==================== design 1
Fig. 1: design 1, congestion heat map
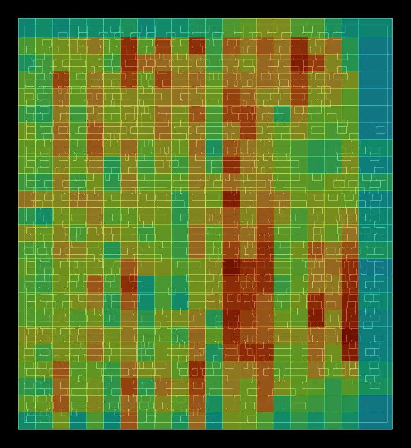

$ cat config.mk
export PLATFORM = sky130hd
export DESIGN_NAME = regbank_wb_arbiter
export DESIGN_NICKNAME = d
export VERILOG_FILES = /design/src/rtl/regbank_wb_arbiter_pkg.sv /design/src/rtl/regbank_wb_arbiter_wb_fifo.sv /design/src/rtl/regbank_wb_arbiter.sv
export SDC_FILE = /design/constraint.sdc
export NUM_CORES = 1
export LEC_CHECK = 0
export CELL_PAD_IN_SITES_DETAIL_PLACEMENT = 2
export CELL_PAD_IN_SITES_GLOBAL_PLACEMENT = 2
export CORE_ASPECT_RATIO = 1.1
export CORE_MARGIN = 2
export CORE_UTILIZATION = 30
export CTS_CLUSTER_SIZE = 30
export DETAILED_ROUTE_END_ITERATION = 16
export PLACE_DENSITY_LB_ADDON = 0.3
export SLEW_MARGIN = 20
export SYNTH_ARGS = -nofsm -noshare
export SYNTH_HDL_FRONTEND = slang
export SYNTH_SLANG_ARGS = --single-unit
$ cat constraint.sdc
create_clock -name clk -period 8.84 [get_ports clk]
set_input_delay 2.21 -clock clk [delete_from_list [all_inputs] [get_ports clk]]
set_output_delay 2.21 -clock clk [all_outputs]
set_load 0.02 [all_outputs]
$ cat src/rtl/regbank_wb_arbiter_pkg.sv
`default_nettype none
// ============================================================================
//  Module   : regbank_pkg
//  Purpose  : Shared types and helpers for the register-bank write side:
//             register index type, writeback request record and the rd to
//             one-hot write-strobe decoder.
//  Revision : 1.0 - initial release
// ============================================================================
package regbank_pkg;

    localparam int NREG  = 32;
    localparam int REG_W = 32;

    typedef logic [4:0] reg_idx_t;

    typedef struct packed {
        reg_idx_t           rd;
        logic [REG_W-1:0]   data;
    } wb_req_t;

    // x0 has no strobe bit, so rd==0 decodes to an all-zero strobe.
    function automatic logic [NREG-1:1] onehot_rd(input reg_idx_t rd);
        logic [NREG-1:1] oh;
        for (int i = 1; i < NREG; i++) begin
            oh[i] = (rd == reg_idx_t'(i));
        end
        return oh;
    endfunction

endpackage
`default_nettype wire

$ cat src/rtl/regbank_wb_arbiter_wb_fifo.sv
`default_nettype none
// ============================================================================
//  Module   : wb_fifo
//  Purpose  : DEPTH-entry synchronous FIFO of writeback requests, used to
//             buffer load results until the bank write port is free.
//  Ports    : clk, reset (async, active-low)
//             push_i/push_data_i  enqueue (ignored when full)
//             pop_i               dequeue head (ignored when empty)
//             head_o              current head entry
//             full_o/empty_o      occupancy flags
//  Revision : 1.0 - initial release
// ============================================================================
module wb_fifo
    import regbank_pkg::*;
#(
    parameter int DEPTH = 2
) (
    input  logic    clk,
    input  logic    reset,
    input  logic    push_i,
    input  wb_req_t push_data_i,
    input  logic    pop_i,
    output wb_req_t head_o,
    output logic    full_o,
    output logic    empty_o
);

    localparam int              PTR_W    = (DEPTH > 1) ? $clog2(DEPTH) : 1;
    localparam int              CNT_W    = $clog2(DEPTH + 1);
    localparam logic [PTR_W-1:0] LAST_PTR = PTR_W'(DEPTH - 1);
    localparam logic [CNT_W-1:0] FULL_CNT = CNT_W'(DEPTH);

    wb_req_t          mem_q [DEPTH];
    logic [PTR_W-1:0] wr_ptr_q;
    logic [PTR_W-1:0] rd_ptr_q;
    logic [CNT_W-1:0] count_q;
    logic             do_push;
    logic             do_pop;

    // Pointers wrap explicitly so non-power-of-two depths work.
    function automatic logic [PTR_W-1:0] ptr_inc(input logic [PTR_W-1:0] p);
        return (p == LAST_PTR) ? '0 : p + PTR_W'(1);
    endfunction

    assign full_o  = (count_q == FULL_CNT);
    assign empty_o = (count_q == '0);
    assign head_o  = mem_q[rd_ptr_q];
    assign do_push = push_i && !full_o;
    assign do_pop  = pop_i && !empty_o;

    always_ff @(posedge clk or negedge reset) begin
        if (!reset) begin
            wr_ptr_q <= '0;
            rd_ptr_q <= '0;
            count_q  <= '0;
        end else begin
            if (do_push) wr_ptr_q <= ptr_inc(wr_ptr_q);
            if (do_pop)  rd_ptr_q <= ptr_inc(rd_ptr_q);
            case ({do_push, do_pop})
                2'b10:   count_q <= count_q + CNT_W'(1);
                2'b01:   count_q <= count_q - CNT_W'(1);
                default: count_q <= count_q;
            endcase
        end
    end

    // Storage needs no reset: entries are only visible through count_q.
    always_ff @(posedge clk) begin
        if (do_push) mem_q[wr_ptr_q] <= push_data_i;
    end

endmodule
`default_nettype wire

$ cat src/rtl/regbank_wb_arbiter.sv
`default_nettype none
// ============================================================================
//  Module   : regbank_wb_arbiter
//  Purpose  : Write-side controller for the 31-entry register bank. Merges
//             ALU and load writebacks onto the single write port (ALU first,
//             queued loads otherwise, with a starvation stall on the ALU),
//             drives the registered one-hot strobe and bypasses the write in
//             flight onto both read ports.
//  Ports    : clk, reset (async, active-low)
//             alu_valid/alu_rd/alu_data  ALU writeback, held until accepted
//             alu_stall                  ALU result not accepted this cycle
//             ld_valid/ld_rd/ld_data     load writeback, ld_ready = not full
//             addrw/wdata                registered bank write port
//             addra/addrb, rf_outa/rf_outb  bank read ports
//             fwd_outa/fwd_outb          bypassed read data
//  Note     : DATA_W must equal regbank_pkg::REG_W.
//  Revision : 1.0 - initial release
// ============================================================================
module regbank_wb_arbiter
    import regbank_pkg::*;
#(
    parameter int DATA_W       = 32,
    parameter int LQ_DEPTH     = 2,
    parameter int STARVE_LIMIT = 4
) (
    input  logic              clk,
    input  logic              reset,
    input  logic              alu_valid,
    input  logic [4:0]        alu_rd,
    input  logic [DATA_W-1:0] alu_data,
    output logic              alu_stall,
    input  logic              ld_valid,
    output logic              ld_ready,
    input  logic [4:0]        ld_rd,
    input  logic [DATA_W-1:0] ld_data,
    output logic [31:1]       addrw,
    output logic [DATA_W-1:0] wdata,
    input  logic [4:0]        addra,
    input  logic [4:0]        addrb,
    input  logic [DATA_W-1:0] rf_outa,
    input  logic [DATA_W-1:0] rf_outb,
    output logic [DATA_W-1:0] fwd_outa,
    output logic [DATA_W-1:0] fwd_outb
);

    localparam int               CNT_W      = (STARVE_LIMIT > 1) ? $clog2(STARVE_LIMIT) : 1;
    localparam logic [CNT_W-1:0] STARVE_MAX = CNT_W'(STARVE_LIMIT - 1);

    wb_req_t           ld_req;
    wb_req_t           lq_head;
    logic              lq_full;
    logic              lq_empty;
    logic              lq_push;
    logic              grant_alu;
    logic              grant_ld;
    logic              head_wait;

    logic [31:1]       addrw_q,      addrw_d;
    logic [DATA_W-1:0] wdata_q,      wdata_d;
    logic              alu_stall_q,  alu_stall_d;
    logic [CNT_W-1:0]  starve_cnt_q, starve_cnt_d;
    logic [31:0]       addrw_ext;

    assign ld_req   = '{rd: ld_rd, data: ld_data};
    assign ld_ready = !lq_full;
    assign lq_push  = ld_valid && ld_ready;

    wb_fifo #(
        .DEPTH (LQ_DEPTH)
    ) u_lq (
        .clk         (clk),
        .reset       (reset),
        .push_i      (lq_push),
        .push_data_i (ld_req),
        .pop_i       (grant_ld),
        .head_o      (lq_head),
        .full_o      (lq_full),
        .empty_o     (lq_empty)
    );

    always_comb begin
        grant_alu    = alu_valid && !alu_stall_q;
        grant_ld     = !grant_alu && !lq_empty;
        head_wait    = !lq_empty && !grant_ld;

        // Counter saturates: the stall it triggers always grants the head,
        // which clears it the following cycle.
        starve_cnt_d = '0;
        if (head_wait) begin
            starve_cnt_d = (starve_cnt_q == STARVE_MAX) ? starve_cnt_q
                                                        : starve_cnt_q + CNT_W'(1);
        end
        alu_stall_d  = head_wait && (starve_cnt_q == STARVE_MAX);

        // wdata keeps its last value on idle cycles; only addrw qualifies it.
        addrw_d = '0;
        wdata_d = wdata_q;
        if (grant_alu) begin
            addrw_d = onehot_rd(alu_rd);
            wdata_d = alu_data;
        end else if (grant_ld) begin
            addrw_d = onehot_rd(lq_head.rd);
            wdata_d = lq_head.data;
        end
    end

    always_ff @(posedge clk or negedge reset) begin
        if (!reset) begin
            addrw_q      <= '0;
            wdata_q      <= '0;
            alu_stall_q  <= 1'b0;
            starve_cnt_q <= '0;
        end else begin
            addrw_q      <= addrw_d;
            wdata_q      <= wdata_d;
            alu_stall_q  <= alu_stall_d;
            starve_cnt_q <= starve_cnt_d;
        end
    end

    assign addrw     = addrw_q;
    assign wdata     = wdata_q;
    assign alu_stall = alu_stall_q;

    // Bit 0 of the extended strobe is tied low, so address 0 never bypasses.
    assign addrw_ext = {addrw_q, 1'b0};
    assign fwd_outa  = addrw_ext[addra] ? wdata_q : rf_outa;
    assign fwd_outb  = addrw_ext[addrb] ? wdata_q : rf_outb;

endmodule
`default_nettype wire

==================== design 2
`config.mk`:
```
export PLATFORM = sky130hd
export DESIGN_NAME = uart_tx_serializer
export DESIGN_NICKNAME = d
export VERILOG_FILES = /design/src/rtl/uart_pkg.sv /design/src/rtl/uart_bit_timer.sv /design/src/rtl/uart_tx_serializer.sv
export SDC_FILE = /design/constraint.sdc
export NUM_CORES = 1
export LEC_CHECK = 0
export CAP_MARGIN = 20
export CORE_MARGIN = 2
export CORE_UTILIZATION = 50
export CTS_BUF_LIST = sky130_fd_sc_hd__clkbuf_8
export CTS_CLUSTER_SIZE = 14
export DETAILED_ROUTE_END_ITERATION = 12
export GPL_TIMING_DRIVEN = 1
export PLACE_DENSITY_LB_ADDON = 0.12
export SLEW_MARGIN = 20
export SYNTH_ARGS = -nofsm -noshare
export SYNTH_HDL_FRONTEND = slang
export SYNTH_SLANG_ARGS = --single-unit
```
`constraint.sdc`:
```
create_clock -name clk -period 2.4 [get_ports clk]
set_input_delay 0.36 -clock clk [delete_from_list [all_inputs] [get_ports clk]]
set_output_delay 0.36 -clock clk [all_outputs]
set_load 0.02 [all_outputs]
```
`src/rtl/uart_pkg.sv`:
```
// uart_pkg: shared definitions for the UART blocks.
//   uart_state_e        - transmitter FSM encoding (IDLE=0, START=1, DATA=2, STOP=3)
//   DATA_BITS           - payload bits per frame
//   CLK_PER_BIT_DEFAULT - default bit period in clk cycles (50 MHz / 500 kbaud)
package uart_pkg;

  typedef enum logic [1:0] {
    IDLE  = 2'd0,
    START = 2'd1,
    DATA  = 2'd2,
    STOP  = 2'd3
  } uart_state_e;

  localparam int DATA_BITS           = 8;
  localparam int CLK_PER_BIT_DEFAULT = 100;

endpackage

```
`src/rtl/uart_bit_timer.sv`:
```
// uart_bit_timer: free-running bit-period counter.
//   clk   - system clock
//   rst   - asynchronous active-low reset
//   clear - hold counter at 0 (no tick while asserted)
//   tick  - one-cycle pulse in the last cycle of each CLK_PER_BIT-cycle period
module uart_bit_timer
  import uart_pkg::*;
#(
  parameter int CLK_PER_BIT = CLK_PER_BIT_DEFAULT
) (
  input  logic clk,
  input  logic rst,
  input  logic clear,
  output logic tick
);

  localparam int CTR_SIZE = (CLK_PER_BIT > 1) ? $clog2(CLK_PER_BIT) : 1;
  localparam logic [CTR_SIZE-1:0] LAST = CTR_SIZE'(CLK_PER_BIT - 1);

  logic [CTR_SIZE-1:0] ctr_q, ctr_d;

  // Counting 0..CLK_PER_BIT-1 and wrapping gives exactly CLK_PER_BIT cycles per period.
  assign tick = (ctr_q == LAST) && !clear;

  always_comb begin
    ctr_d = ctr_q + 1'b1;
    if (clear || tick) ctr_d = '0;
  end

  always_ff @(posedge clk or negedge rst) begin
    if (!rst) ctr_q <= '0;
    else      ctr_q <= ctr_d;
  end

endmodule

```
`src/rtl/uart_tx_serializer.sv`:
```
// uart_tx_serializer: 8N1/8N2 UART transmitter.
//   clk       - system clock
//   rst       - asynchronous active-low reset
//   tx        - registered serial line, idle high
//   block     - host flow control; 1 prevents new frames from starting
//   busy      - 1 when new_data will not be accepted this cycle
//   data      - byte to transmit, sampled on accept
//   new_data  - single-cycle request strobe
//   dbg_state - current FSM state, for observation only
//
// Handshake: a byte is accepted on a rising edge where new_data=1 and busy=0
// (busy = state != IDLE | block). new_data while busy=1 is dropped; nothing
// is queued.
module uart_tx_serializer
  import uart_pkg::*;
#(
  parameter int CLK_PER_BIT = CLK_PER_BIT_DEFAULT,
  parameter int STOP_BITS   = 1
) (
  input  logic        clk,
  input  logic        rst,
  output logic        tx,
  input  logic        block,
  output logic        busy,
  input  logic [7:0]  data,
  input  logic        new_data,
  output logic [1:0]  dbg_state
);

  localparam logic [2:0] LAST_IDX  = 3'(DATA_BITS - 1);
  localparam logic [2:0] LAST_STOP = 3'(STOP_BITS - 1);

  uart_state_e state_q, state_d;
  logic [2:0]  idx_q, idx_d;
  logic [7:0]  data_q, data_d;
  logic        tx_q, tx_d;
  logic        tick;
  logic        accept;

  // Timer is held cleared in IDLE so every frame starts on a fresh period.
  uart_bit_timer #(.CLK_PER_BIT(CLK_PER_BIT)) u_timer (
    .clk   (clk),
    .rst   (rst),
    .clear (state_q == IDLE),
    .tick  (tick)
  );

  assign busy      = (state_q != IDLE) | block;
  assign accept    = new_data & ~busy;
  assign tx        = tx_q;
  assign dbg_state = state_q;

  always_comb begin
    state_d = state_q;
    idx_d   = idx_q;
    data_d  = data_q;
    case (state_q)
      IDLE: begin
        if (accept) begin
          data_d  = data;
          idx_d   = '0;
          state_d = START;
        end
      end
      START: begin
        if (tick) begin
          idx_d   = '0;
          state_d = DATA;
        end
      end
      DATA: begin
        if (tick) begin
          if (idx_q == LAST_IDX) begin
            idx_d   = '0;
            state_d = STOP;
          end else begin
            idx_d = idx_q + 3'd1;
          end
        end
      end
      STOP: begin
        // idx_q doubles as the stop-bit counter for the 2-stop-bit case.
        if (tick) begin
          if (idx_q == LAST_STOP) begin
            idx_d   = '0;
            state_d = IDLE;
          end else begin
            idx_d = idx_q + 3'd1;
          end
        end
      end
      default: state_d = IDLE;
    endcase
  end

  // tx is decoded from next-state so the registered pin changes on the same
  // edge as the state, keeping the pin glitch-free without a cycle of lag.
  always_comb begin
    tx_d = 1'b1;
    case (state_d)
      START:   tx_d = 1'b0;
      DATA:    tx_d = data_d[idx_d];
      default: tx_d = 1'b1;
    endcase
  end

  always_ff @(posedge clk or negedge rst) begin
    if (!rst) begin
      state_q <= IDLE;
      idx_q   <= '0;
      data_q  <= '0;
      tx_q    <= 1'b1;
    end else begin
      state_q <= state_d;
      idx_q   <= idx_d;
      data_q  <= data_d;
      tx_q    <= tx_d;
    end
  end

endmodule

```
==================== design 3
## config.mk

```make
export PLATFORM = sky130hd
export DESIGN_NAME = d7_sat_cnt
export DESIGN_NICKNAME = d
export VERILOG_FILES = /design/src/rtl/d7_sat_cnt.sv
export SDC_FILE = /design/constraint.sdc
export NUM_CORES = 1
export LEC_CHECK = 0
export CAP_MARGIN = 20
export CORE_AREA = 2 2 39 41
export DETAILED_ROUTE_END_ITERATION = 8
export DIE_AREA = 0 0 41 43
export GPL_ROUTABILITY_DRIVEN = 1
export PLACE_DENSITY_LB_ADDON = 0.08
export SLEW_MARGIN = 20
export SYNTH_ARGS = -nofsm -noshare
export SYNTH_HDL_FRONTEND = slang
export SYNTH_SLANG_ARGS = --single-unit
export TNS_END_PERCENT = 30
```

## constraint.sdc

```tcl
create_clock -name clk_i -period 2.1 [get_ports clk_i]
set_clock_uncertainty 0.05 [all_clocks]
set_input_delay 0.42 -clock clk_i [delete_from_list [all_inputs] [get_ports clk_i]]
set_output_delay 0.42 -clock clk_i [all_outputs]
set_load 0.03 [all_outputs]
```

## src/rtl/d7_sat_cnt.sv

```systemverilog
// Event counter with synchronous clear priority; SAT selects saturate (1) or wrap (0).
module d7_sat_cnt #(
  parameter int unsigned W   = 8,
  parameter bit          SAT = 1'b0
) (
  input  logic         clk_i,
  input  logic         rst_i,
  input  logic         inc_i,
  input  logic         clr_i,
  output logic [W-1:0] cnt_o
);

  logic [W-1:0] cnt_q;
  logic         at_max_c;

  assign at_max_c = SAT && (cnt_q == {W{1'b1}});

  always_ff @(posedge clk_i or posedge rst_i) begin
    if (rst_i) begin
      cnt_q <= '0;
    end else if (clr_i) begin
      cnt_q <= '0;
    end else if (inc_i && !at_max_c) begin
      cnt_q <= cnt_q + W'(1);
    end
  end

  assign cnt_o = cnt_q;

endmodule

```

==================== design 4
`src/rtl/fetch_stage.sv`:
```
// Instruction fetch stage: BOOT/FETCH/HOLD sequencer feeding registered instructions to decode.
// Optional performance counters are enabled by defining FETCH_PERF_CNT_EN.
module fetch_stage #(
    parameter logic [31:0] RESET_PC = 32'h0000_2000,
    parameter logic [31:0] NOP_INST = 32'h0000_0013
) (
    input  logic        clk,
    input  logic        reset,
    output logic        imem_req,
    output logic [31:0] imem_addr,
    input  logic        imem_ready,
    input  logic [31:0] imem_rdata,
    input  logic        stall,
    input  logic        redirect,
    input  logic [31:0] redirect_target,
    output logic [31:0] inst,
    output logic        inst_valid,
    output logic [6:0]  last_opcode,
    output logic [2:0]  last_funct3,
    output logic [4:0]  rs1,
    output logic [4:0]  rs2,
    output logic [4:0]  rd,
    output logic [31:0] PCprime,
    output logic [31:0] fetch_count,
    output logic [31:0] bubble_count
);

    typedef enum logic [1:0] {
        BOOT  = 2'd0,
        FETCH = 2'd1,
        HOLD  = 2'd2
    } state_t;

    state_t      state_reg;
    logic [31:0] pc;
    logic [31:0] hold_buf_reg;

    logic        take_redirect;
    logic        load_fetch;
    logic        load_hold;
    logic        load_bubble;
    logic        capture_hold;
    logic [31:0] target_aligned;
    logic [31:0] pc_plus4;

    assign target_aligned = redirect_target & 32'hFFFF_FFFC;
    assign pc_plus4       = pc + 32'd4;

    // Redirect outranks every other FETCH/HOLD event; BOOT ignores it.
    always_comb begin
        take_redirect = redirect && (state_reg != BOOT);
        load_fetch    = (state_reg == FETCH) && !redirect && imem_ready && !stall;
        capture_hold  = (state_reg == FETCH) && !redirect && imem_ready && stall;
        load_hold     = (state_reg == HOLD) && !redirect && !stall;
        load_bubble   = take_redirect || ((state_reg == FETCH) && !imem_ready && !stall);
    end

    always_ff @(posedge clk or posedge reset) begin
        if (reset) begin
            state_reg    <= BOOT;
            pc           <= RESET_PC;
            hold_buf_reg <= 32'd0;
            inst         <= NOP_INST;
            inst_valid   <= 1'b0;
            PCprime      <= RESET_PC;
        end else begin
            case (state_reg)
                BOOT: state_reg <= FETCH;
                FETCH: begin
                    if (capture_hold) begin
                        hold_buf_reg <= imem_rdata;
                        state_reg    <= HOLD;
                    end
                end
                HOLD: begin
                    if (take_redirect || load_hold) begin
                        state_reg <= FETCH;
                    end
                end
                default: state_reg <= BOOT;
            endcase

            if (take_redirect) begin
                pc <= target_aligned;
            end else if (load_fetch || load_hold) begin
                pc <= pc_plus4;
            end

            if (load_bubble) begin
                inst       <= NOP_INST;
                inst_valid <= 1'b0;
            end else if (load_fetch) begin
                inst       <= imem_rdata;
                inst_valid <= 1'b1;
                PCprime    <= pc;
            end else if (load_hold) begin
                inst       <= hold_buf_reg;
                inst_valid <= 1'b1;
                PCprime    <= pc;
            end
        end
    end

    assign imem_req  = (state_reg == FETCH);
    assign imem_addr = pc;

    // Decode fields always come from the registered word, never the memory bus.
    assign last_opcode = inst[6:0];
    assign last_funct3 = inst[14:12];
    assign rs1         = inst[19:15];
    assign rs2         = inst[24:20];
    assign rd          = inst[11:7];

`ifdef FETCH_PERF_CNT_EN
    logic [31:0] fetch_count_reg;
    logic [31:0] bubble_count_reg;

    always_ff @(posedge clk or posedge reset) begin
        if (reset) begin
            fetch_count_reg  <= 32'd0;
            bubble_count_reg <= 32'd0;
        end else begin
            if (load_fetch || load_hold) begin
                fetch_count_reg <= fetch_count_reg + 32'd1;
            end
            if (load_bubble) begin
                bubble_count_reg <= bubble_count_reg + 32'd1;
            end
        end
    end

    assign fetch_count  = fetch_count_reg;
    assign bubble_count = bubble_count_reg;
`else
    assign fetch_count  = 32'd0;
    assign bubble_count = 32'd0;
`endif

endmodule

```
`config.mk`:
```
export PLATFORM = sky130hd
export DESIGN_NAME = fetch_stage
export DESIGN_NICKNAME = d
export VERILOG_FILES = /design/src/rtl/fetch_stage.sv
export SDC_FILE = /design/constraint.sdc
export NUM_CORES = 1
export LEC_CHECK = 0
export CORE_ASPECT_RATIO = 1.2
export CORE_MARGIN = 3
export CORE_UTILIZATION = 39
export CTS_CLUSTER_SIZE = 12
export DETAILED_ROUTE_END_ITERATION = 10
export GPL_ROUTABILITY_DRIVEN = 0
export MAX_ROUTING_LAYER = met4
export PLACE_DENSITY_LB_ADDON = 0.15
export SYNTH_ARGS = -nofsm -noshare
export SYNTH_HDL_FRONTEND = slang
export SYNTH_SLANG_ARGS = --single-unit
```
`constraint.sdc`:
```
create_clock -name clk -period 4.8 [get_ports clk]
set_input_delay 0.72 -clock clk [delete_from_list [all_inputs] [get_ports clk]]
set_output_delay 0.72 -clock clk [all_outputs]
set_load 0.01 [all_outputs]
```
Fig. 2: design 4, M4 wires
Drawn at 2 px/um. Supply wires on this layer in gray.
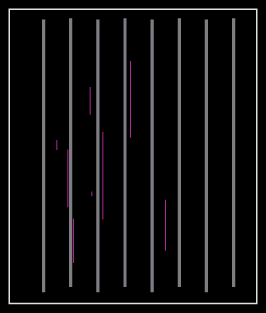
The layer carries 178 um of wire. 6 nets have wire on it. The wires run mostly vertical. The layer holds 1.1% of the routed length.

Fig. 3: design 4, placement density heat map
Drawn at 2 px/um. 12 x 15 tiles, from dark blue (low) to red (high), 0 to 100% covered.
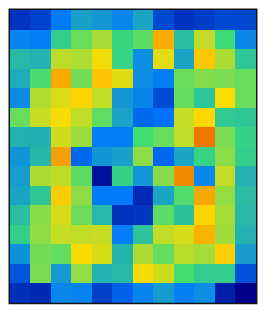
The emptiest ninth of the die: middle. The fullest tile reaches 86%. 0.60% of the tiles are nearly empty. 7.8% of the tiles are over 75% full. The mean over all tiles is 47%.
Core ar.: 15800 um^2
fp util: 40.5%
fin util: 54.9%

==> flow_summary.json, design 4 <==
{
  "wl_met2_um": 8110,
  "power_leakage_nw": 3.90,
  "setup_viol": 0,
  "finalHoldViolations": 0,
  "cts_tree": "yes",
  "postPlaceCellArea_um2": 8040,
  "lay_top_cells": "185 x clkdlybuf4s50_1, 125 x nand2_1, 122 x dfrtp_1",
  "rsz0062_at_grt": "no",
  "cts_made_buffers": 17,
  "power_mw": 3.70,
  "rows": 50,
  "lay_top_count": "clkdlybuf4s50_1",
  "cp.depth": 6,
  "path_class": "in2reg",
  "grtUsageTotal_pct": 19.2,
  "critPathCapture": "imem_addr[28]$_DFFE_PP0P_",
  "dp_slack_ns": 1.54,
  "status": "complete, no violations",
  "use_met2_pct": 30.0,
  "synthCells": 653,
  "synth.distinct_cells": 44,
  "hold_end": "PCprime[13]$_DFFE_PP1P_",
  "antenna_found_initial": 0,
  "hold_path.startpoint": "PCprime[13]$_DFFE_PP1P_",
  "grt_util_met3_pct": 5.35,
  "ys_sh_adder_pct": 0.195,
  "yosys-stat-area_um2": 6400,
  "gr-usage-met1_pct": 24.1,
  "worstReg2RegEnd": "imem_addr[28]$_DFFE_PP0P_",
  "xor_area_share_pct": 3.97,
  "crit_slowest_cell": "or4_1",
  "die_h_um": 146,
  "grt_pass1_wl_um": 26400
}
[design 4: where the power goes]
part	switching [mW]	internal, mW	total (mW)	leakage (nW)
Combinational	0.391	0.476	0.867	2.04
Clock	0.455	0.938	1.39	0.315
Sequential	0.166	1.28	1.44	1.55
[design 4: area by class of cell]
class                   instances  area [um^2]
fillers                      1445         7140
clock buffers                  23          498
inverters                       6         27.5
multi-input cells             462         2670
repair buffers                191         1900
flip-flops and latches        127         3180
well taps                     208          260
clock inverters                 9          154
[design 4: synthesized netlist by cell type, types with 3 or more instances]
cell / instances
nor4_1: 6
nor3_1: 10
buf_4: 93
nand2_1: 126
mux2i_1: 33
buf_2: 4
dfrtp_1: 122
a21oi_1: 33
xnor2_1: 17
inv_1: 6
xor2_1: 12
mux2_2: 33
nand3_1: 13
dfstp_2: 5
buf_1: 3
nand4_1: 11
nor2b_1: 6
o21ai_0: 33
clkbuf_1: 23
nor2_1: 36
[design 4: cell families (layout without fill, tap and decap cells)]
logic type / count (synthesis) / after routing
simple gates: 221 / 221
buf+inv: 131 / 229
flops: 127 / 127
compound gates: 77 / 77
mux: 66 / 66
xor+xnor: 29 / 29
fa+ha+maj: 1 / 1
other cells: 1 / 68
Fig. 4: design 2, congestion heat map
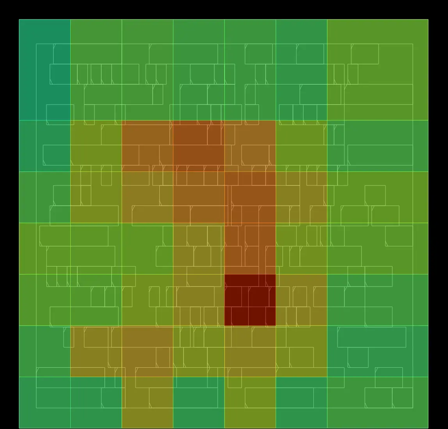
fin util: 62.1%
GR peak layer: met2
routed len/inst: 15.1 um

==> flow_summary.json, design 2 <==
{
  "htree_levels": 1,
  "ctsRootBufferMaster": "clkbuf_8",
  "status": "complete, no violations",
  "place_congestion": 0.865,
  "postPlaceCellArea_um2": 1480,
  "crit_slowest_cell": "dfrtp_1",
  "wl_met2_um": 1360,
  "antenna_left": 0,
  "logic_family": "simple AND/OR/NAND/NOR gates",
  "pg_clk_mw": 0.229,
  "grtUsageTotal_pct": 23.0,
  "grt_util_met3_pct": 3.76,
  "comb-power_mw": 0.412,
  "met1_length_um": 1320,
  "crit_path_start_kind": "register",
  "fillers": 239,
  "ctsResizeCount": 0,
  "dp_slack_ns": 0.134,
  "cap_violations": 0,
  "cts_hold_buf": 0,
  "design_area_um2": 1540,
  "flops": 21,
  "power_mw": 1.17,
  "setup_slack_ns": 0.276
}
==> design 2: per-stage QoR <==
step           hold WS (ns)  std cells
4_1_cts               0.448        189
3_5_place_dp          0.464        185
5_1_grt               0.463        189
2_1_floorplan        0.0644        140
3_3_place_gp          0.460        185
6_report              0.436        189
==> design 2: critical path, delay by kind of cell, from the launching register on <==
family,cells,cell delay [ns]
compound gates,4,0.93
simple gates,2,0.67
flops,1,0.46
==> design 2: how the worst max path moves through the flow <==
stage / startpoint / endpoint / slack [ns] / depth (start not counted)
after CTS: u_timer.ctr_q[2]$_DFF_PN0_ / tx$_DFF_PN1_ / 0.22 / 6
after global routing: u_timer.ctr_q[2]$_DFF_PN0_ / tx$_DFF_PN1_ / 0.06 / 6
after detailed placement: new_data / tx$_DFF_PN1_ / 0.13 / 8
final: u_timer.ctr_q[2]$_DFF_PN0_ / tx$_DFF_PN1_ / 0.28 / 6
after global placement: new_data / tx$_DFF_PN1_ / 0.20 / 8
after floorplan: dbg_state[1]$_DFF_PN0_ / tx$_DFF_PN1_ / 0.49 / 6
==> design 2: sequential cells by signal (all words and copies together) (netlist names) <==
signal         flops
data_q             8
tx                 1
u_timer.ctr_q      7
dbg_state          2
idx_q              3
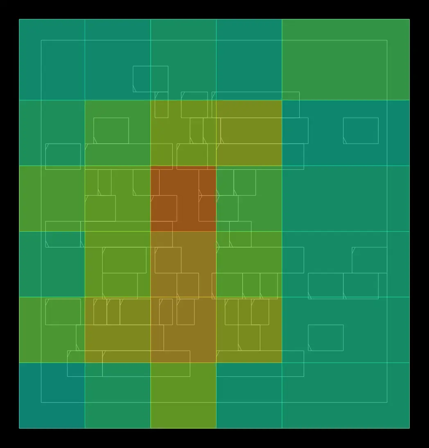
Fig. 5. Congestion heat map (design 3).
Tot GR Track Use: 11.0%
GR peak layer: met1

==> flow_summary.json, design 3 <==
{
  "reg2reg_slack_ns": 0.76,
  "yosys-stat-area_um2": 400,
  "drive_gt1_share_pct": 9.80,
  "synth.distinct_cells": 15,
  "grt_pass1_wl_um": 1300,
  "syn-mean-instance-area_um2": 10.5,
  "flops": 8,
  "p_per_area_nw_per_um2": 579,
  "ioPinCount": 12,
  "worstReg2RegEnd": "cnt_o[6]$_DFFE_PP0P_",
  "die_area_um2": 1760,
  "power_mw": 0.316,
  "arrival_ns": 1.44,
  "status": "complete, no violations",
  "design_area_um2": 546,
  "tightestPinTransition_ns": 0.309,
  "edf_count": 0,
  "finalClockPeriodUsage_pct": 90.8,
  "gr-usage-met1_pct": 15.8,
  "crit_chain": "clkdlybuf4s50_1",
  "rows": 14,
  "openroad.warnings": 26,
  "comb_area_um2": 181,
  "setup_slack_ns": 0.193,
  "cp.depth": 1,
  "clockNetworkAreaShare_pct": 4.13,
  "slew_headroom_pct": 79.3,
  "core_um2": 1380,
  "fin_tns_setup_ns": 0,
  "ctsResizeCount": 0,
  "dp_slack_ns": 0.223,
  "reg2reg_from": "cnt_o[0]$_DFFE_PP0P_",
  "crit_family": "buffers and inverters",
  "cts_made_buffers": 3,
  "wl_met3_um": 61,
  "dpl.cell_count": 64,
  "insertion_delay_ns": 0.24,
  "avgViaCountPerCell": 4.64,
  "drc": 0,
  "final_net_count": 58,
  "use_met2_pct": 14.4,
  "grt_max_degree": 9,
  "crit_path_start_kind": "register",
  "worst_ep_required_time_ns": 1.63,
  "n_clock_buffer": 3
}
## design 3: cell usage in the layout (no fill, tap or decap)
| cell | count |
|---|---|
| xor2_1 | 3 |
| inv_1 | 1 |
| a21oi_1 | 3 |
| nand3_1 | 2 |
| xnor2_1 | 1 |
| buf_4 | 1 |
| mux2i_1 | 1 |
| ha_1 | 1 |
| o2111ai_4 | 1 |
| clkdlybuf4s50_1 | 11 |
| nor2_1 | 5 |
| nand4_1 | 2 |
| nand2_1 | 2 |
| or3_1 | 3 |
| o21ai_0 | 3 |
| clkbuf_4 | 3 |
| dfrtp_1 | 8 |
## design 3: power breakdown
part           total, mW  switching [mW]  leakage (nW)  internal [mW]
combinational     0.0402          0.0219        0.0948         0.0183
clock              0.110          0.0454        0.0138         0.0649
sequential         0.165         0.00702         0.110          0.158
## design 3: cells by family after synthesis
family	Yosys count	synth area share (%)
AND-OR/OR-AND	7	14.1
XOR/XNOR	4	8.75
adder cells (fa/ha/maj)	1	3.12
buffers and inverters	3	4.69
flip-flops	8	50.0
multiplexers	1	2.50
AND/OR/NAND/NOR	14	16.9
Fig. 6: design 1, clock network drawn from the DEF
Drawn at 2 px/um.
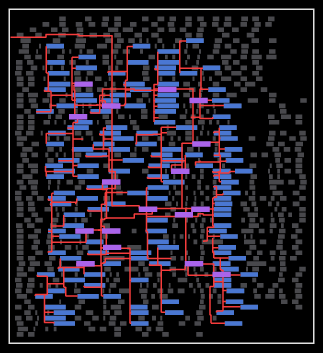
Red marks clock wires, length 1850 um. Blue marks flip-flops, count 144. Purple marks cells driving clock nets, count 17.
There are 18 routed clock nets.
Late-Pin Clk Latency: 0.42 ns
clock power share: 24.8%
P_clk: 0.697 mW
clk_skew: 0.00697 ns

Fig. 7: design 1, M4 wires
Drawn at 2 px/um. Supply wires on this layer in gray.
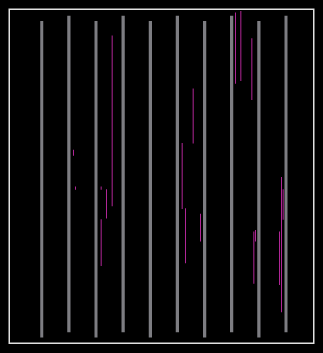
The wires run mostly vertical. The longest straight run is 85.0 um.
via count: 5837
wirelength, routed: 25000 um

## Picture notes: Fig. 1
met1 Use GR: 21.9%
fin util: 45.7%
GR peak layer: met2
grt met2 use: 37.3%

==> flow_summary.json, design 1 <==
{
  "combinationalPowerShare_pct": 38.9,
  "path_class": "in2out",
  "design_area_um2": 10800,
  "flops": 144,
  "crit_slowest_cell": "clkdlybuf4s50_1",
  "power.largest_group": "combinational logic",
  "synth_area_um2": 7180,
  "drive_gt1_share_pct": 9.74,
  "syn-mean-instance-area_um2": 12.4,
  "crit_path_start_kind": "input pin",
  "timing.final.max_slew_violations": 0,
  "crit_fanout": 32,
  "status": "complete, no violations",
  "synthTopCellsByCount": "74 x edfxtp_1, 70 x dfrtp_1, 58 x mux2i_1",
  "slew_headroom_pct": 36.0,
  "switching_power_mw": 1.00,
  "avgViaCountPerCell": 5.00,
  "core_um2": 23600,
  "topCellsByArea": "edfxtp_1 31%, dfrtp_1 24%, mux2i_1 8.1%",
  "worst_ep_required_time_ns": 6.63,
  "critPathMaxStageDelay_ns": 0.80,
  "place_congestion": 0.793,
  "seqCellArea_um2": 3980,
  "reg2reg_slack_ns": 6.38,
  "dp_slack_ns": 0.879,
  "die_area_um2": 25200
}
## design 1: per-layer routing
| layer | vias to the layer above | wire, um |
|---|---|---|
| met5 | - | 26 |
| met4 | 4 | 469 |
| met3 | 38 | 1510 |
| met2 | 217 | 13500 |
| met1 | 2885 | 9480 |
| li1 | 2693 | - |
## design 1: cells by family after synthesis
family | share of synthesized area, %
AOI/OAI and AO/OA | 11.0
adders and majority gates | 0.348
muxes | 19.7
and+or+nand+nor | 9.20
buffers and inverters | 3.71
DFF | 55.3
xor gates and xnor gates | 0.732
## design 1: state kept, by name, summed over array words and instances (netlist names)
register       cells
u_lq.mem_q        74
alu_stall          1
u_lq.wr_ptr_q      1
u_lq.count_q       2
starve_cnt_q       2
u_lq.rd_ptr_q      1
addrw             31
wdata             32
## design 1: final timing paths
path	depth (start not counted)	end
max in group asynchronous	1	u_lq.rd_ptr_q$_DFFE_PN0P_
hold reg to reg	2	starve_cnt_q[1]$_DFFE_PN0N_
hold / removal	2	starve_cnt_q[1]$_DFFE_PN0N_
setup reg to reg	4	addrw[30]$_DFF_PN0_
setup / recovery	8	fwd_outa[9]
min in group asynchronous	1	wdata[0]$_DFFE_PN0P_

==================== design 5
Fig. 8: design 5, clock network drawn from the DEF
Drawn at 3 px/um.
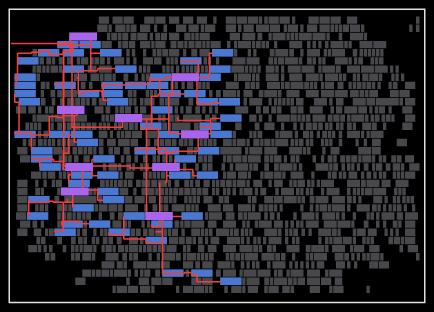

**src/rtl/obstacle_ctrl.sv**
```systemverilog
// Obstacle scheduler: three left-scrolling slots, LFSR-driven spawner and sticky dino hit flag.
// Optional macro OBSTACLE_SPEEDUP_EN raises the scroll speed by 1 px every 512 frames.
module obstacle_ctrl #(
  parameter int unsigned H_BASE     = 144,
  parameter int unsigned V_BASE     = 35,
  parameter int unsigned SPAWN_X    = H_BASE + 490,
  parameter int unsigned LANE_Y0    = V_BASE + 80,
  parameter int unsigned LANE_Y1    = V_BASE + 200,
  parameter int unsigned LANE_Y2    = V_BASE + 320,
  parameter int unsigned OBJ_SIZE   = 100,
  parameter int unsigned SPEED      = 4,
  parameter int unsigned MAX_SPEED  = 12,
  parameter int unsigned FIRST_GAP  = 60,
  parameter int unsigned MIN_GAP    = 40,
  parameter int unsigned HIT_MARGIN = 8
) (
  input  logic       vga_clk,
  input  logic       rst,
  input  logic [9:0] h_count,
  input  logic [9:0] v_count,
  input  logic       run,
  input  logic [9:0] dinoX,
  input  logic [9:0] dinoY,
  output logic [9:0] picX1,
  output logic [9:0] picX2,
  output logic [9:0] picX3,
  output logic [9:0] picY1,
  output logic [9:0] picY2,
  output logic [9:0] picY3,
  output logic       mode1,
  output logic       mode2,
  output logic       mode3,
  output logic       enable1,
  output logic       enable2,
  output logic       enable3,
  output logic       collision
);

  localparam int unsigned CW    = 10;
  localparam int unsigned WW    = 11;
  localparam int unsigned GAP_W = 8;
  localparam int unsigned SPD_W = $clog2(MAX_SPEED + 1);
  localparam int unsigned NSLOT = 3;

  logic [CW-1:0]    pic_x_q [NSLOT];
  logic [CW-1:0]    pic_x_d [NSLOT];
  logic [CW-1:0]    pic_y_q [NSLOT];
  logic [CW-1:0]    pic_y_d [NSLOT];
  logic [NSLOT-1:0] en_q, en_d;
  logic [NSLOT-1:0] mode_q, mode_d;
  logic             coll_q, coll_d;
  logic [GAP_W-1:0] gap_q, gap_d;
  logic [15:0]      lfsr_q, lfsr_d;
  logic [SPD_W-1:0] speed_c;
  logic             tick_c, adv_c;
  logic [NSLOT-1:0] slot_hit_c;
  logic [CW-1:0]    lane_y_c;
  logic             spawned_c;

  assign tick_c = (h_count == 10'd799) && (v_count == 10'd524);
  assign adv_c  = tick_c && run && !coll_q;

  // Shrunken-hitbox overlap test, 11 bits wide so the sums cannot wrap
  always_comb begin
    slot_hit_c = '0;
    for (int n = 0; n < NSLOT; n++) begin
      slot_hit_c[n] = en_q[n]
        && ((WW'(pic_x_q[n]) + WW'(HIT_MARGIN)) < (WW'(dinoX) + WW'(OBJ_SIZE)))
        && ((WW'(dinoX) + WW'(HIT_MARGIN)) < (WW'(pic_x_q[n]) + WW'(OBJ_SIZE)))
        && ((WW'(pic_y_q[n]) + WW'(HIT_MARGIN)) < (WW'(dinoY) + WW'(OBJ_SIZE)))
        && ((WW'(dinoY) + WW'(HIT_MARGIN)) < (WW'(pic_y_q[n]) + WW'(OBJ_SIZE)));
    end
  end

  always_comb begin
    lane_y_c = CW'(LANE_Y1);
    case (lfsr_q[1:0])
      2'd0:    lane_y_c = CW'(LANE_Y0);
      2'd2:    lane_y_c = CW'(LANE_Y2);
      default: lane_y_c = CW'(LANE_Y1);
    endcase
  end

  // Per-frame update: a hit freezes the field; otherwise move/retire, then spawn into a pre-tick free slot
  always_comb begin
    pic_x_d   = pic_x_q;
    pic_y_d   = pic_y_q;
    en_d      = en_q;
    mode_d    = mode_q;
    coll_d    = coll_q;
    gap_d     = gap_q;
    lfsr_d    = lfsr_q;
    spawned_c = 1'b0;
    if (adv_c) begin
      lfsr_d = {lfsr_q[14:0], lfsr_q[15] ^ lfsr_q[13] ^ lfsr_q[12] ^ lfsr_q[10]};
      if (|slot_hit_c) begin
        coll_d = 1'b1;
      end else begin
        for (int n = 0; n < NSLOT; n++) begin
          if (en_q[n]) begin
            if (WW'(pic_x_q[n]) >= (WW'(H_BASE) + WW'(speed_c))) begin
              pic_x_d[n] = pic_x_q[n] - CW'(speed_c);
            end else begin
              en_d[n] = 1'b0;
            end
          end
        end
        if (gap_q != '0) begin
          gap_d = gap_q - GAP_W'(1);
        end else begin
          for (int n = 0; n < NSLOT; n++) begin
            if (!en_q[n] && !spawned_c) begin
              spawned_c  = 1'b1;
              pic_x_d[n] = CW'(SPAWN_X);
              pic_y_d[n] = lane_y_c;
              mode_d[n]  = lfsr_q[2];
              en_d[n]    = 1'b1;
              gap_d      = GAP_W'(MIN_GAP) + GAP_W'(lfsr_q[5:0]);
            end
          end
        end
      end
    end
  end

  always_ff @(posedge vga_clk) begin
    if (rst) begin
      for (int n = 0; n < NSLOT; n++) begin
        pic_x_q[n] <= CW'(SPAWN_X);
        pic_y_q[n] <= CW'(LANE_Y0);
      end
      en_q   <= '0;
      mode_q <= '0;
      coll_q <= 1'b0;
      gap_q  <= GAP_W'(FIRST_GAP);
      lfsr_q <= 16'hACE1;
    end else begin
      pic_x_q <= pic_x_d;
      pic_y_q <= pic_y_d;
      en_q    <= en_d;
      mode_q  <= mode_d;
      coll_q  <= coll_d;
      gap_q   <= gap_d;
      lfsr_q  <= lfsr_d;
    end
  end

`ifdef OBSTACLE_SPEEDUP_EN
  logic [8:0]       frame_q, frame_d;
  logic [SPD_W-1:0] speed_q, speed_d;

  // Speed steps up on each 512-frame wrap, capped at MAX_SPEED
  always_comb begin
    frame_d = frame_q;
    speed_d = speed_q;
    if (adv_c) begin
      frame_d = frame_q + 9'd1;
      if ((&frame_q) && (speed_q < SPD_W'(MAX_SPEED))) begin
        speed_d = speed_q + SPD_W'(1);
      end
    end
  end

  always_ff @(posedge vga_clk) begin
    if (rst) begin
      frame_q <= '0;
      speed_q <= SPD_W'(SPEED);
    end else begin
      frame_q <= frame_d;
      speed_q <= speed_d;
    end
  end

  assign speed_c = speed_q;
`else
  assign speed_c = SPD_W'(SPEED);
`endif

  assign picX1     = pic_x_q[0];
  assign picX2     = pic_x_q[1];
  assign picX3     = pic_x_q[2];
  assign picY1     = pic_y_q[0];
  assign picY2     = pic_y_q[1];
  assign picY3     = pic_y_q[2];
  assign mode1     = mode_q[0];
  assign mode2     = mode_q[1];
  assign mode3     = mode_q[2];
  assign enable1   = en_q[0];
  assign enable2   = en_q[1];
  assign enable3   = en_q[2];
  assign collision = coll_q;

endmodule

```
**config.mk**
```make
export PLATFORM = sky130hd
export DESIGN_NAME = obstacle_ctrl
export DESIGN_NICKNAME = d
export VERILOG_FILES = /design/src/rtl/obstacle_ctrl.sv
export SDC_FILE = /design/constraint.sdc
export NUM_CORES = 1
export LEC_CHECK = 0
export ABC_AREA = 1
export CORE_ASPECT_RATIO = 0.7
export CORE_UTILIZATION = 60
export DETAILED_ROUTE_END_ITERATION = 6
export PLACE_DENSITY = 0.87
export SLEW_MARGIN = 20
export SYNTH_ARGS = -nofsm -noshare
export SYNTH_HDL_FRONTEND = slang
export SYNTH_SLANG_ARGS = --single-unit
```
**constraint.sdc**
```tcl
create_clock -name vga_clk -period 4.3 [get_ports vga_clk]
set_input_delay 0.86 -clock vga_clk [delete_from_list [all_inputs] [get_ports vga_clk]]
set_output_delay 0.86 -clock vga_clk [all_outputs]
set_load 0.02 [all_outputs]
```
==================== design 6
--- src/rtl/if_fetch_pkg.sv ---
// Shared types and constants for the RV32S instruction-fetch stage.
package if_fetch_pkg;

    localparam logic [31:0] RESET_PC_DEFAULT = 32'h8000_0000;
    localparam logic [31:0] INST_NOP         = 32'h0000_0013;

    typedef enum logic {
        IF_ST_FETCH   = 1'b0,
        IF_ST_DISCARD = 1'b1
    } if_state_e;

    typedef struct packed {
        logic [31:0] pc;
        logic [31:0] inst;
    } fetch_entry_t;

endpackage

--- src/rtl/if_fetch_fifo.sv ---
// DEPTH-entry {pc, inst} queue between the memory response and the IF->ID handshake.
// Flush wins over push; head is read straight from registered storage.
module if_fetch_fifo
    import if_fetch_pkg::*;
#(
    parameter int DEPTH = 2,
    localparam int PW = $clog2(DEPTH),
    localparam int CW = $clog2(DEPTH + 1)
) (
    input  logic         clk,
    input  logic         rst,
    input  logic         i_push,
    input  fetch_entry_t i_data,
    input  logic         i_pop,
    input  logic         i_flush,
    output logic [CW-1:0] o_count,
    output fetch_entry_t o_head
);

    fetch_entry_t  r_mem [DEPTH];
    logic [PW-1:0] r_wr_ptr;
    logic [PW-1:0] r_rd_ptr;
    logic [CW-1:0] r_count;

    // NOTE: sequential state uses non-blocking assignments so every register samples pre-edge values.
    always_ff @(posedge clk) begin
        if (rst) begin
            r_wr_ptr <= '0;
            r_rd_ptr <= '0;
            r_count  <= '0;
            // NOTE: storage is reset only because the head must read as a NOP at PC 0 out of reset.
            for (int i = 0; i < DEPTH; i++) begin
                r_mem[i] <= '{pc: 32'h0, inst: INST_NOP};
            end
        end else if (i_flush) begin
            r_wr_ptr <= '0;
            r_rd_ptr <= '0;
            r_count  <= '0;
        end else begin
            if (i_push) begin
                r_mem[r_wr_ptr] <= i_data;
                r_wr_ptr        <= r_wr_ptr + PW'(1);
            end
            if (i_pop) begin
                r_rd_ptr <= r_rd_ptr + PW'(1);
            end
            case ({i_push, i_pop})
                2'b10:   r_count <= r_count + CW'(1);
                2'b01:   r_count <= r_count - CW'(1);
                default: r_count <= r_count;
            endcase
        end
    end

    assign o_count = r_count;
    assign o_head  = r_mem[r_rd_ptr];

    // The issue rule reserves a slot for every outstanding request, so a push into a full queue is a bug.
    a_no_overflow: assert property (@(posedge clk) disable iff (rst)
        !(i_push && !i_flush && !i_pop && r_count == CW'(DEPTH)));

endmodule

--- src/rtl/if_fetch.sv ---
// IF stage: single-outstanding sequential fetcher feeding ID through a valid/ready queue.
// EX redirects flush the queue; a wrong-path request still in flight is drained in DISCARD.
module if_fetch
    import if_fetch_pkg::*;
#(
    parameter logic [31:0] RESET_PC = RESET_PC_DEFAULT,
    parameter int          DEPTH    = 2
) (
    input  logic        clk,
    input  logic        rst,
    output logic        imem_req,
    output logic [31:0] imem_addr,
    input  logic        imem_ack,
    input  logic [31:0] imem_rdata,
    output logic        IF_valid,
    input  logic        ID_ready,
    output logic [31:0] inst,
    output logic [31:0] PC1_pc,
    input  logic        redirect,
    input  logic [31:0] redirect_pc
);

    localparam int          CW      = $clog2(DEPTH + 1);
    localparam logic [CW:0] DEPTH_L = (CW + 1)'(DEPTH);

    if_state_e     r_state, w_state_next;
    logic [31:0]   r_fetch_pc, w_fetch_pc_next;
    logic [31:0]   r_req_addr, w_req_addr_next;
    logic          r_outstanding, w_outstanding_next;
    logic [CW-1:0] w_count;
    logic [CW:0]   w_inflight;
    logic          w_issue, w_push, w_pop;
    logic [31:0]   w_target;
    fetch_entry_t  w_push_data, w_head;

    assign w_target   = redirect_pc & 32'hFFFF_FFFC;
    assign w_inflight = {1'b0, w_count} + {{CW{1'b0}}, r_outstanding};

    // A redirect suppresses a fresh issue so no wrong-path request leaves in the redirect cycle.
    assign w_issue = !rst && (r_state == IF_ST_FETCH) && !redirect
                     && (!r_outstanding || imem_ack) && (w_inflight < DEPTH_L);

    assign imem_req  = w_issue || (!rst && (r_state == IF_ST_DISCARD) && !imem_ack);
    assign imem_addr = (r_outstanding && !imem_ack) ? r_req_addr : r_fetch_pc;

    assign w_push      = !rst && imem_ack && (r_state == IF_ST_FETCH) && !redirect;
    assign w_push_data = '{pc: (r_outstanding ? r_req_addr : r_fetch_pc), inst: imem_rdata};
    assign w_pop       = IF_valid && ID_ready;

    always_comb begin
        // NOTE: every output of this block gets a default first, so no path can infer a latch.
        w_state_next       = r_state;
        w_fetch_pc_next    = r_fetch_pc;
        w_req_addr_next    = r_req_addr;
        w_outstanding_next = r_outstanding;
        case (r_state)
            IF_ST_FETCH: begin
                if (redirect) begin
                    w_fetch_pc_next = w_target;
                    if (r_outstanding && !imem_ack) begin
                        w_state_next = IF_ST_DISCARD;
                    end else begin
                        w_outstanding_next = 1'b0;
                    end
                end else begin
                    if (w_issue) begin
                        w_fetch_pc_next = r_fetch_pc + 32'd4;
                        w_req_addr_next = r_fetch_pc;
                    end
                    w_outstanding_next = r_outstanding ? (w_issue || !imem_ack)
                                                       : (w_issue && !imem_ack);
                end
            end
            IF_ST_DISCARD: begin
                if (redirect) begin
                    w_fetch_pc_next = w_target;
                end
                if (imem_ack) begin
                    w_state_next       = IF_ST_FETCH;
                    w_outstanding_next = 1'b0;
                end
            end
            default: w_state_next = IF_ST_FETCH;
        endcase
    end

    always_ff @(posedge clk) begin
        if (rst) begin
            r_state       <= IF_ST_FETCH;
            r_fetch_pc    <= RESET_PC;
            r_req_addr    <= RESET_PC;
            r_outstanding <= 1'b0;
        end else begin
            r_state       <= w_state_next;
            r_fetch_pc    <= w_fetch_pc_next;
            r_req_addr    <= w_req_addr_next;
            r_outstanding <= w_outstanding_next;
        end
    end

    if_fetch_fifo #(.DEPTH(DEPTH)) u_fifo (
        .clk     (clk),
        .rst     (rst),
        .i_push  (w_push),
        .i_data  (w_push_data),
        .i_pop   (w_pop),
        .i_flush (redirect),
        .o_count (w_count),
        .o_head  (w_head)
    );

    assign IF_valid = (w_count != '0);
    assign inst     = w_head.inst;
    assign PC1_pc   = w_head.pc;

endmodule

--- config.mk ---
export PLATFORM = sky130hd
export DESIGN_NAME = if_fetch
export DESIGN_NICKNAME = d
export VERILOG_FILES = /design/src/rtl/if_fetch_pkg.sv /design/src/rtl/if_fetch_fifo.sv /design/src/rtl/if_fetch.sv
export SDC_FILE = /design/constraint.sdc
export NUM_CORES = 1
export LEC_CHECK = 0
export CAP_MARGIN = 20
export CORE_UTILIZATION = 35
export CTS_CLUSTER_SIZE = 30
export DETAILED_ROUTE_END_ITERATION = 6
export GPL_ROUTABILITY_DRIVEN = 0
export GPL_TIMING_DRIVEN = 1
export PLACE_DENSITY_LB_ADDON = 0.3
export SLEW_MARGIN = 5
export SYNTH_ARGS = -nofsm -noshare
export SYNTH_HDL_FRONTEND = slang
export SYNTH_HIERARCHICAL = 1
export SYNTH_SLANG_ARGS = --single-unit
--- constraint.sdc ---
create_clock -name clk -period 8.2 [get_ports clk]
set_input_delay 1.23 -clock clk [delete_from_list [all_inputs] [get_ports clk]]
set_output_delay 1.23 -clock clk [all_outputs]
set_load 0.01 [all_outputs]

## Gallery

Placement density heat map.
image #1
Drawn at 3 px/um. 14 x 10 tiles, from dark blue (low) to red (high), 0 to 100% covered.
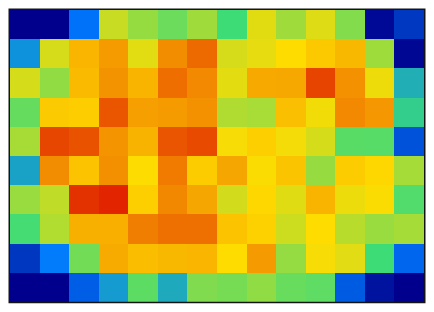
image #2
Drawn at 2 px/um. 17 x 17 tiles, from dark blue (low) to red (high), 0 to 100% covered.
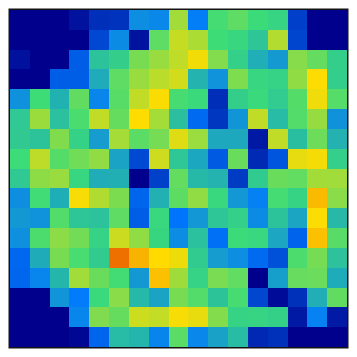
Image #1 is design 5.
Image #2 is design 6.
The one with the largest die is image #2.

Fig. 9: design 5, nets reached from selected ports
Drawn at 2 px/um.
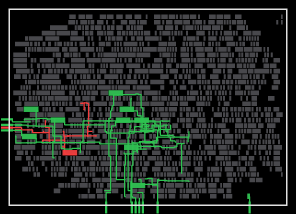
Green marks picX2, direction output, edge 7 bottom, 3 left, end cells 10, buffers 9, wire 881 um. Red marks enable2, direction output, edge left, end cells 1, buffers 1, wire 115 um.

Fig. 10: design 5, M4 wires
Drawn at 3 px/um. Supply wires on this layer in gray.
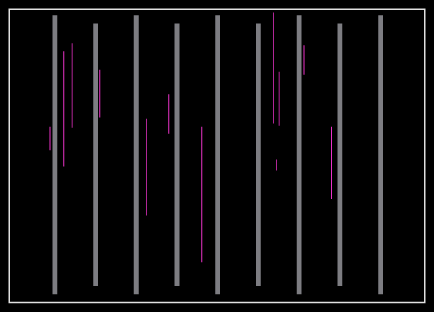
The wires run mostly vertical. The layer holds 1.3% of the routed length. The longest straight run is 44.9 um.
wirelength, routed: 21700 um
via count: 7957

Notes on Fig. 8 above:
Blue marks flip-flops, count 67. Red marks clock wires, length 824 um. Purple marks cells driving clock nets, count 9.
There are 10 routed clock nets.
P_clk: 0.784 mW
clk_skew: 0.00404 ns
Late-Pin Clk Latency: 0.33 ns
clock power share: 46.2%

==> flow_summary.json, design 5 <==
{
  "rsz0062_at_grt": "no",
  "ioPinCount": 110,
  "whs_ns": 0.456,
  "routedWlPerCell_um": 15.2,
  "die_area_um2": 13400,
  "clockBufferDepth": 2,
  "clockNetworkAreaShare_pct": 3.57,
  "clkSinkCount": 67,
  "grtUsageTotal_pct": 31.2,
  "setup_slack_ns": 0.444,
  "place.detailed.hpwl_um": 17000,
  "port_buffers": 88,
  "core_um2": 12500,
  "die_h_um": 97.2,
  "antenna_left": 0,
  "ctsRootBufferMaster": "clkbuf_16",
  "lay_top_count": "nand2_1",
  "cap_violations": 0,
  "crit_start": "dinoY[2]",
  "synth_seq_share_pct": 17.3,
  "status": "complete, no violations",
  "n_clock_buffer": 10,
  "yosysTopAreaCellShare_pct": 19.6,
  "finalClockPeriodUsage_pct": 89.7,
  "logic_gates": 922,
  "seqPwrFrac_pct": 36.6,
  "switching_power_mw": 0.456,
  "overflow": 0,
  "cts_hold_buf": 0,
  "edf_count": 0,
  "flops": 67,
  "grt_util_met3_pct": 4.09,
  "nonClkBufAreaFrac_pct": 10.2,
  "reg2reg_slack_ns": 1.05,
  "antenna_found_initial": 0,
  "slew_headroom_pct": 56.3,
  "synth_stat.cells": 1193,
  "synth_area_um2": 7770,
  "inv_count": 164,
  "fin_cells": 1423,
  "crit_path_end_kind": "register",
  "drive_gt1_share_pct": 4.68,
  "grt_pass1_vias": 6931
}
==> design 5: power by group through the flow <==
stage / clock network, mW / logic [mW] / registers [mW]
after floorplan: 0 / 0.200 / 0.634
after global placement: 0 / 0.276 / 0.634
after detailed placement: 0 / 0.285 / 0.634
after CTS: 0.788 / 0.286 / 0.621
after global routing: 0.818 / 0.328 / 0.621
final: 0.784 / 0.292 / 0.621
==> design 5: state kept, by name, indices dropped and copies added (netlist names) <==
name and flops:
collision 1, en_q 3, gap_q 8, lfsr_q 16, mode_q 3, picX1 9, picX2 9, picX3 9
picY1 3, picY2 3, picY3 3
==> design 5: critical path: stages <==
cell and delay, ns:
clkdlybuf4s50_1 0.51, ha_1 0.28, nand2_1 0.09, nand3_1 0.15
nand2_1 0.12, xor2_1 0.35, ha_1 0.22, nand2_1 0.06
inv_1 0.08, nand4_1 0.09, nor3_1 0.14, nor2_1 0.09
nand3_1 0.10, nand2_2 0.10, nor2_8 0.25, nand2_4 0.19
inv_4 0.18, nand2_1 0.09, a21oi_1 0.14
Fig. 11: design 6, signal wires on met3
Drawn at 3 px/um. Cells faint in the background.
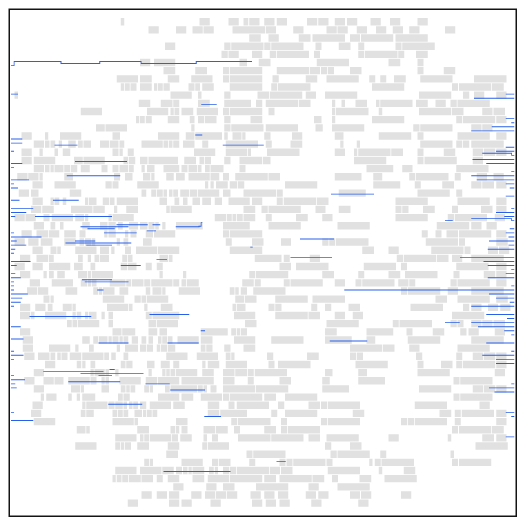
The layer holds 4.4% of the routed length. The wires run mostly horizontal. 129 nets have wire on it. The layer carries 1050 um of wire.
via count: 6839
wirelength, routed: 23800 um
met3 usage: 2.74%

Fig. 12: design 6, nets reached from selected ports
Drawn at 1.5 px/um.
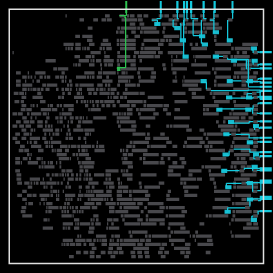
Green marks ID_ready, direction input, edge top, end cells 1, buffers 1, wire 49.0 um. Cyan marks inst, direction output, edge 24 right, 8 top, end cells 32, buffers 32, wire 612 um.

==> flow_summary.json, design 6 <==
{
  "status": "complete, no violations",
  "worstReg2RegEnd": "u_fifo/r_mem[1][48]$_SDFFCE_PN0P_",
  "grtUsageTotal_pct": 16.9,
  "cap_violations": 0,
  "lay_top_cells": "161 x clkdlybuf4s50_1, 128 x edfxtp_1, 126 x and3_1",
  "flops": 195,
  "yosys-stat-area_um2": 9700,
  "clkPwrFrac_pct": 38.1,
  "mux_share_pct": 14.5,
  "comb-power_mw": 0.266,
  "lay_top_count": "clkdlybuf4s50_1",
  "nonClkBufAreaFrac_pct": 14.3,
  "p_seq_mw": 1.12,
  "dp_slack_ns": 2.96,
  "port_buffers": 162,
  "cts_made_buffers": 17,
  "peakVddDrop_uv": 114,
  "final_net_count": 1044,
  "fp.dieW_um": 168,
  "async_flop_share_pct": 0,
  "drtIter0Drc": 571,
  "critPathCapture": "imem_addr[18]"
}
design 6: metal layers:
metal  track usage, %  up-vias  wire (um)
li1                 -     3351          -
met1             24.7     3286      11900
met2             25.9      191      10600
met3             2.74       11       1050
met4             4.15        0        178
met5                0        -          0
design 6: per-stage QoR:
| stage | cell area, um^2 | hold slack [ns] | util (%) | power (mW) | std cells |
|---|---|---|---|---|---|
| after floorplan | 9720 | 0.455 | - | 1.28 | 857 |
| after global placement | 11400 | 0.468 | 42.2 | 1.41 | 1326 |
| after detailed placement | 11400 | 0.473 | 42.2 | 1.41 | 1326 |
| after CTS | 12100 | 0.488 | 44.5 | 2.27 | 1358 |
| after global routing | 12100 | 0.511 | 44.5 | 2.34 | 1358 |
| final | 12100 | 0.489 | 44.5 | 2.24 | 1358 |
design 6: worst reg2reg max path: stages, from the launching register on:
cell     delay [ns]
dfxtp_1        0.36
or2_1          0.24
nor3_1         0.35
and2_2         0.21
buf_4          0.54
a21o_2         0.95
buf_4          0.52


## Gallery

Nets reached from selected ports.
picture 1
Drawn at 6 px/um.
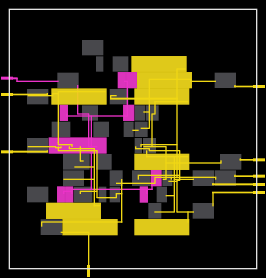
picture 2
Drawn at 4 px/um.
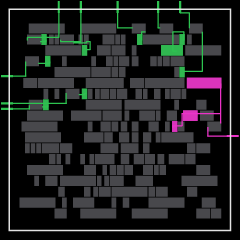
picture 3
Drawn at 1.5 px/um.
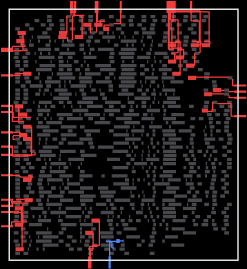
picture 4
Drawn at 2 px/um.
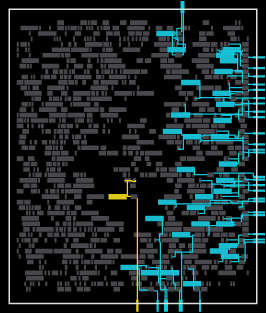
picture 3 -> design 1
picture 1 -> design 3
picture 2 -> design 2
picture 4 -> design 4
- largest die: picture 3
- smallest die: picture 1

No activity file was given, so power comes from the tool's default toggle rates.
